=== design 1 ===
**Design 1: routed clock nets over the placement**

Scale bar: 20 microns.
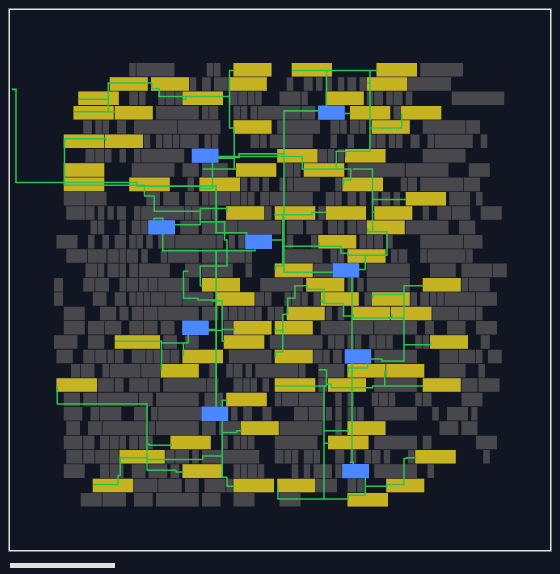

<file path="config.mk">
export PLATFORM = sky130hd
export DESIGN_NAME = regfile_sb
export DESIGN_NICKNAME = d
export VERILOG_FILES = /design/src/rtl/regfile_sb.sv
export SDC_FILE = /design/constraint.sdc
export NUM_CORES = 1
export LEC_CHECK = 0
export CAP_MARGIN = 20
export CORE_MARGIN = 8
export CORE_UTILIZATION = 56
export DETAILED_ROUTE_END_ITERATION = 7
export GPL_TIMING_DRIVEN = 0
export PLACE_DENSITY = 0.76
export SYNTH_ARGS = -nofsm -noshare
export SYNTH_HDL_FRONTEND = slang
export SYNTH_SLANG_ARGS = --single-unit
</file>
<file path="constraint.sdc">
create_clock -name clk -period 1.79 [get_ports clk]
set_input_delay 0.358 -clock clk [delete_from_list [all_inputs] [get_ports clk]]
set_output_delay 0.358 -clock clk [all_outputs]
set_load 0.03 [all_outputs]
</file>
<file path="src/rtl/regfile_sb.sv">
// regfile_sb
// Register file for the decode stage: two combinational read ports, one
// write port (writeback), optional same-cycle write-to-read forwarding,
// optional hardwired-zero register 0, and a per-register busy scoreboard
// used by the pipeline's hazard logic.
//
// Ports
//   clk               rising-edge clock for all state
//   reset             synchronous, active-high; clears data and busy bits
//   rd_addr1/2        read addresses
//   rd_data1/2        read data (combinational)
//   rd_busy1/2        outstanding reservation on the addressed register
//   wr_en/addr/data   writeback port; a write also releases the reservation
//   rsv_en/addr       decode's destination-reservation request
//   rsv_ok            reservation accepted this cycle (combinational)
//   busy_vec          all busy bits, bit i = register i
//
// Reservation handshake: rsv_en is the request and rsv_ok is the grant.
// A reservation takes effect on the rising edge where rsv_en & rsv_ok are
// both 1. When rsv_ok is 0 nothing changes and decode holds rsv_en and
// rsv_addr stable until it is granted.
module regfile_sb #(
    parameter int DATA_W  = 8,
    parameter int ADDR_W  = 3,
    parameter bit BYPASS  = 1'b1,
    parameter bit R0_ZERO = 1'b0
) (
    input  logic                     clk,
    input  logic                     reset,
    input  logic [ADDR_W-1:0]        rd_addr1,
    input  logic [ADDR_W-1:0]        rd_addr2,
    output logic [DATA_W-1:0]        rd_data1,
    output logic [DATA_W-1:0]        rd_data2,
    output logic                     rd_busy1,
    output logic                     rd_busy2,
    input  logic                     wr_en,
    input  logic [ADDR_W-1:0]        wr_addr,
    input  logic [DATA_W-1:0]        wr_data,
    input  logic                     rsv_en,
    input  logic [ADDR_W-1:0]        rsv_addr,
    output logic                     rsv_ok,
    output logic [(1<<ADDR_W)-1:0]   busy_vec
);

    localparam int DEPTH = 1 << ADDR_W;

    logic [DATA_W-1:0] regs [DEPTH];
    logic [DEPTH-1:0]  busy;
    logic [DEPTH-1:0]  busy_nxt;

    // Register 0 is hardwired when R0_ZERO is set: its writes and
    // reservations are dropped, and reads of it ignore forwarding.
    logic wr_is_r0, rsv_is_r0, rd1_is_r0, rd2_is_r0;
    logic wr_eff, rsv_set;
    logic fwd1, fwd2;

    assign wr_is_r0  = R0_ZERO & (wr_addr  == '0);
    assign rsv_is_r0 = R0_ZERO & (rsv_addr == '0);
    assign rd1_is_r0 = R0_ZERO & (rd_addr1 == '0);
    assign rd2_is_r0 = R0_ZERO & (rd_addr2 == '0);

    assign wr_eff = wr_en & ~wr_is_r0;

    // A busy register may be re-reserved in the same cycle its writeback
    // releases it. Register 0 under R0_ZERO is never busy, so it is always
    // granted.
    assign rsv_ok  = rsv_en & (~busy[rsv_addr] | (wr_en & (wr_addr == rsv_addr)));
    assign rsv_set = rsv_ok & ~rsv_is_r0;

    assign fwd1 = BYPASS & wr_en & (wr_addr == rd_addr1);
    assign fwd2 = BYPASS & wr_en & (wr_addr == rd_addr2);

    assign rd_data1 = rd1_is_r0 ? '0 : (fwd1 ? wr_data : regs[rd_addr1]);
    assign rd_data2 = rd2_is_r0 ? '0 : (fwd2 ? wr_data : regs[rd_addr2]);

    // A forwarded value is ready now, so the operand is not reported busy.
    assign rd_busy1 = ~rd1_is_r0 & ~fwd1 & busy[rd_addr1];
    assign rd_busy2 = ~rd2_is_r0 & ~fwd2 & busy[rd_addr2];

    assign busy_vec = busy;

    // Release first, then set, so a same-cycle reservation wins.
    always_comb begin
        busy_nxt = busy;
        if (wr_eff) begin
            busy_nxt[wr_addr] = 1'b0;
        end
        if (rsv_set) begin
            busy_nxt[rsv_addr] = 1'b1;
        end
    end

    always_ff @(posedge clk) begin
        if (reset) begin
            regs <= '{default: '0};
            busy <= '0;
        end else begin
            if (wr_eff) begin
                regs[wr_addr] <= wr_data;
            end
            busy <= busy_nxt;
        end
    end

endmodule

</file>
=== design 2 ===
==> config.mk <==
export PLATFORM = sky130hd
export DESIGN_NAME = cordic_scheduler
export DESIGN_NICKNAME = d
export VERILOG_FILES = /design/src/rtl/cordic_scheduler.sv
export SDC_FILE = /design/constraint.sdc
export NUM_CORES = 1
export LEC_CHECK = 0
export CORE_MARGIN = 1.5
export CORE_UTILIZATION = 51
export CTS_BUF_LIST = sky130_fd_sc_hd__clkbuf_4 sky130_fd_sc_hd__clkbuf_8 sky130_fd_sc_hd__clkbuf_16
export CTS_CLUSTER_SIZE = 30
export DETAILED_ROUTE_END_ITERATION = 8
export GPL_ROUTABILITY_DRIVEN = 0
export GPL_TIMING_DRIVEN = 0
export PLACE_DENSITY = 0.85
export SLEW_MARGIN = 20
export SYNTH_ARGS = -nofsm -noshare
export SYNTH_HDL_FRONTEND = slang
export SYNTH_SLANG_ARGS = --single-unit
==> constraint.sdc <==
create_clock -name clk_i -period 6.3 [get_ports clk_i]
set_input_delay 0.63 -clock clk_i [delete_from_list [all_inputs] [get_ports clk_i]]
set_output_delay 0.63 -clock clk_i [all_outputs]
set_load 0.01 [all_outputs]
==> src/rtl/cordic_scheduler.sv <==
// Shares one CordicFSM between NUM_REQ requesters: per-requester operand slots,
// round-robin grant, single in-flight operation with timeout, one-hot done pulse.
module cordic_scheduler #(
    parameter int NUM_REQ       = 3,
    parameter int BIT_WIDTH_IN  = 24,
    parameter int BIT_WIDTH_OUT = 27,
    parameter int TIMEOUT       = 64
) (
    input  logic                              clk_i,
    input  logic                              reset_i,
    input  logic [NUM_REQ-1:0]                req_tick_i,
    input  logic [NUM_REQ*BIT_WIDTH_IN-1:0]   req_sin_i,
    input  logic [NUM_REQ*BIT_WIDTH_IN-1:0]   req_cos_i,
    output logic [BIT_WIDTH_OUT-1:0]          res_phi_o,
    output logic [BIT_WIDTH_IN:0]             res_r_o,
    output logic [NUM_REQ-1:0]                res_done_o,
    output logic                              cordic_start_o,
    output logic [BIT_WIDTH_IN-1:0]           cordic_sin_o,
    output logic [BIT_WIDTH_IN-1:0]           cordic_cos_o,
    input  logic [BIT_WIDTH_OUT-1:0]          cordic_phi_i,
    input  logic [BIT_WIDTH_IN:0]             cordic_r_i,
    input  logic                              cordic_done_i,
    output logic                              busy_o,
    output logic [NUM_REQ-1:0]                overrun_o,
    output logic                              timeout_o
);

    localparam int PTR_W = (NUM_REQ > 1) ? $clog2(NUM_REQ) : 1;
    localparam int CNT_W = $clog2(TIMEOUT);

    typedef enum logic [1:0] {
        S_IDLE,
        S_ISSUE,
        S_WAIT,
        S_DONE
    } state_t;

    state_t                                 r_state;
    logic [NUM_REQ-1:0][BIT_WIDTH_IN-1:0]   r_sin;
    logic [NUM_REQ-1:0][BIT_WIDTH_IN-1:0]   r_cos;
    logic [NUM_REQ-1:0]                     r_pending;
    logic [NUM_REQ-1:0]                     r_overrun;
    logic [PTR_W-1:0]                       r_last;
    logic [PTR_W-1:0]                       r_grant;
    logic [CNT_W-1:0]                       r_cnt;
    logic                                   r_start;
    logic [BIT_WIDTH_IN-1:0]                r_csin;
    logic [BIT_WIDTH_IN-1:0]                r_ccos;
    logic [BIT_WIDTH_OUT-1:0]               r_phi;
    logic [BIT_WIDTH_IN:0]                  r_r;
    logic [NUM_REQ-1:0]                     r_done;
    logic                                   r_busy;
    logic                                   r_timeout;

    logic                                   w_any;
    logic [PTR_W-1:0]                       w_gnt;
    logic                                   w_issue;
    logic [NUM_REQ-1:0]                     w_clr;
    logic [NUM_REQ-1:0]                     w_grant_oh;

    // Search starts one past the last completed grant and wraps around.
    always_comb begin
        int unsigned v_idx;
        w_any = 1'b0;
        w_gnt = '0;
        v_idx = 0;
        for (int unsigned off = 1; off <= NUM_REQ; off++) begin
            v_idx = 32'(r_last) + off;
            if (v_idx >= NUM_REQ) begin
                v_idx = v_idx - NUM_REQ;
            end
            if (!w_any && r_pending[PTR_W'(v_idx)]) begin
                w_any = 1'b1;
                w_gnt = PTR_W'(v_idx);
            end
        end
    end

    assign w_issue = (r_state == S_IDLE) && w_any;

    always_comb begin
        w_clr      = '0;
        w_grant_oh = '0;
        for (int unsigned k = 0; k < NUM_REQ; k++) begin
            w_clr[k]      = w_issue && (w_gnt == PTR_W'(k));
            w_grant_oh[k] = (r_grant == PTR_W'(k));
        end
    end

    always_ff @(posedge clk_i or negedge reset_i) begin
        if (!reset_i) begin
            r_state   <= S_IDLE;
            r_sin     <= '0;
            r_cos     <= '0;
            r_pending <= '0;
            r_overrun <= '0;
            r_last    <= PTR_W'(NUM_REQ - 1);
            r_grant   <= '0;
            r_cnt     <= '0;
            r_start   <= 1'b0;
            r_csin    <= '0;
            r_ccos    <= '0;
            r_phi     <= '0;
            r_r       <= '0;
            r_done    <= '0;
            r_busy    <= 1'b0;
            r_timeout <= 1'b0;
        end else begin
            r_start <= 1'b0;
            r_done  <= '0;

            // A tick on the slot being granted this cycle refills it rather than overrunning it.
            for (int unsigned k = 0; k < NUM_REQ; k++) begin
                if (req_tick_i[k]) begin
                    r_sin[k] <= req_sin_i[k*BIT_WIDTH_IN +: BIT_WIDTH_IN];
                    r_cos[k] <= req_cos_i[k*BIT_WIDTH_IN +: BIT_WIDTH_IN];
                    if (r_pending[k] && !w_clr[k]) begin
                        r_overrun[k] <= 1'b1;
                    end
                end
            end
            r_pending <= (r_pending & ~w_clr) | req_tick_i;

            case (r_state)
                S_IDLE: begin
                    if (w_any) begin
                        r_csin  <= r_sin[w_gnt];
                        r_ccos  <= r_cos[w_gnt];
                        r_grant <= w_gnt;
                        r_start <= 1'b1;
                        r_busy  <= 1'b1;
                        r_state <= S_ISSUE;
                    end
                end
                S_ISSUE: begin
                    r_cnt   <= '0;
                    r_state <= S_WAIT;
                end
                S_WAIT: begin
                    if (cordic_done_i) begin
                        r_phi   <= cordic_phi_i;
                        r_r     <= cordic_r_i;
                        r_done  <= w_grant_oh;
                        r_state <= S_DONE;
                    end else if (r_cnt == CNT_W'(TIMEOUT - 1)) begin
                        r_timeout <= 1'b1;
                        r_busy    <= 1'b0;
                        r_state   <= S_IDLE;
                    end else begin
                        r_cnt <= r_cnt + 1'b1;
                    end
                end
                S_DONE: begin
                    r_last  <= r_grant;
                    r_busy  <= 1'b0;
                    r_state <= S_IDLE;
                end
                default: begin
                    r_busy  <= 1'b0;
                    r_state <= S_IDLE;
                end
            endcase
        end
    end

    assign res_phi_o      = r_phi;
    assign res_r_o        = r_r;
    assign res_done_o     = r_done;
    assign cordic_start_o = r_start;
    assign cordic_sin_o   = r_csin;
    assign cordic_cos_o   = r_ccos;
    assign busy_o         = r_busy;
    assign overrun_o      = r_overrun;
    assign timeout_o      = r_timeout;

endmodule

==> notes/layouts.md <==
Pictures saved along the way, in no particular order.

Clock wiring as the flow saved it.
Plate I
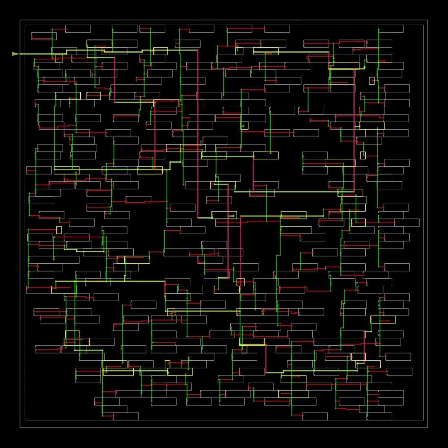
Plate II
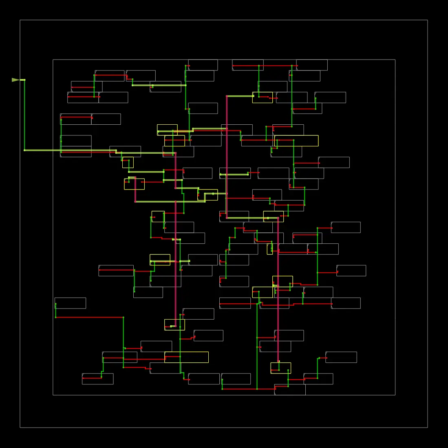
Plate II: design 1
Plate I: design 2

**Design 1: routed metal, one colour a layer**

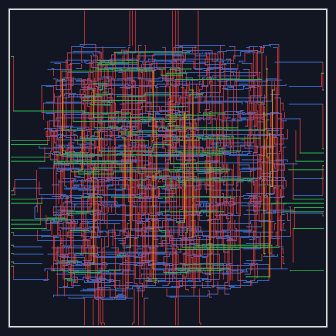
[met2] red | wire length: 6740 microns
[met1] blue | wire length: 5030 microns
[met3] green | wire length: 1400 microns
[met4] orange | wire length: 515 microns

About 'routed clock nets over the placement' of design 1:
[flip-flops] yellow | count: 72
[cells driving clock nets] blue | count: 9
[clock wires] green | length: 957 microns
routed clock nets: 10

==> out/qor.yml, design 1 <==
run_status:
  status: "finished, violations left"
  violations: "setup timing"
synth:
  ys_seq_share_pct: 34.4
  synth_warnings: 0
  compound_area_share_pct: 11.6
  edf_count: 0
  synth.distinct_cells: 34
  synthArstFlopShare_pct: 0
timing:
  worst_slack_ns: -0.215
  setup_violations: 19
  slew_viol_final: 0
critical_path:
  setup.worst_path.end_class: "primary output"
cells_and_area:
  buffer_area_share_pct: 15.3
  stdcell_count: 633
floorplan:
  die_area_sq_um: 10500
  die_w_microns: 102
clock_network:
  htreeDepth: 3
  numCtsBuffers: 9
worst_hold_path:
  min_from: "rsv_addr[0]"
routing:
  vias_per_cell: 6.27
  dr.pass1.iters: 5
  drt_iter0_markers: 514
[design 1: synthesized netlist by cell type (all sizes together) (2+ instances only)]
cell type and instances:
nand2 137, a21oi 80, dfxtp 72, mux4 36
nor2 26, buf 20, mux2i 20, clkbuf 16
o21ai 9, xnor2 9, nand3b 8, nand3 6
nand2b 5, nand4 5, inv 4, nor2b 4
nor3 3, nor3b 2
[design 1: report_power, final]
part | switching, mW | internal (mW)
clock network | 0.659 | 0.864
logic | 0.423 | 0.316
registers | 0.0309 | 1.64
total | 1.11 | 2.82
[design 1: state kept, by name, indices dropped and copies added, names as in the netlist]
signal and count:
regs 64, busy_vec 8
**Design 2: routed metal, one colour a layer**

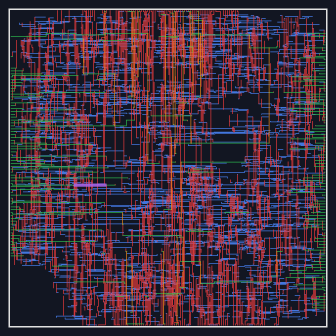
[met3] green | wire length: 2180 microns
[met1] blue | wire length: 10900 microns
[met2] red | wire length: 14000 microns
[met4] orange | wire length: 917 microns
[met5] purple | wire length: 13.8 microns

==> out/qor.yml, design 2 <==
cells_and_area:
  n_all_inverters: 9
  clk_share_pct: 6.69
power_and_ir_drop:
  ir_drop_mv: 0.263
  total_power_mw: 7.11
  pwr.group.sequential_mw: 2.46
  p_sw_mw: 2.30
  p_int_mw: 4.81
  p_comb_share_pct: 40.0
floorplan:
  initCoreUtil_pct: 51.7
  core_area_sq_um: 21000
routing:
  vias_per_cell: 5.39
  drt_iter0_markers: 271
  vias: 7476
  dr.pass1.iters: 4
timing:
  fmax_ghz: 0.324
  setup_violations: 0
  relSlewSlack_pct: 50.0
critical_path:
  cp.depth: 10
  critical_path_required_ns: 6.71
  slowest_stage: "dfrtp_1"
clock_network:
  ctsRootBufferMaster: "clkbuf_16"
  clock_sinks: 268
run_status:
  status: "finished clean"
[design 2: logic make-up (layout without fill, tap and decap cells)]
kind of cell	after synthesis	count (layout)	synth area share [%]
fa+ha+maj	8	8	0.924
buf+inv	54	415	2.13
flops	268	268	61.9
mux	247	247	25.1
xor+xnor	4	4	0.323
simple gates	44	44	2.09
compound gates	124	124	7.49
other cells	0	2	0
[design 2: per-layer routing]
layer  track usage (%)  wire [microns]  vias up
li1                  -               -     3398
met4              8.71             917        2
met1              30.4           10900     3741
met2              44.0           14000      273
met5                 0              13        -
met3              6.75            2180       62


==> screenshots <==
I/O nets highlighted.
picture 1
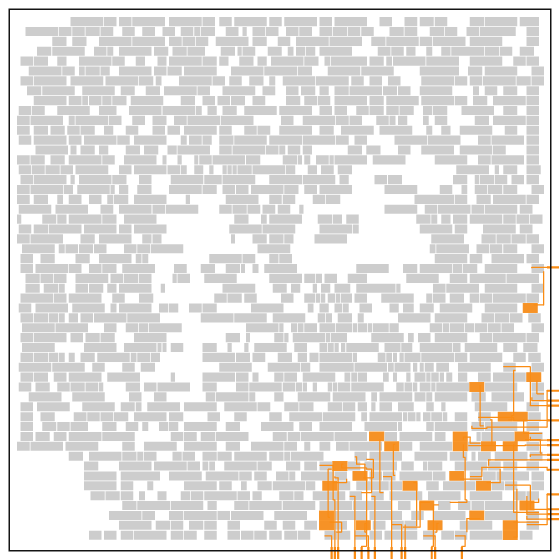
picture 2
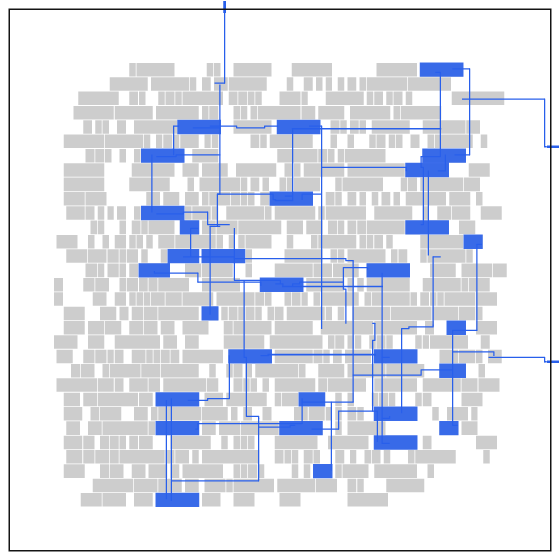
picture 1: design 2
picture 2: design 1

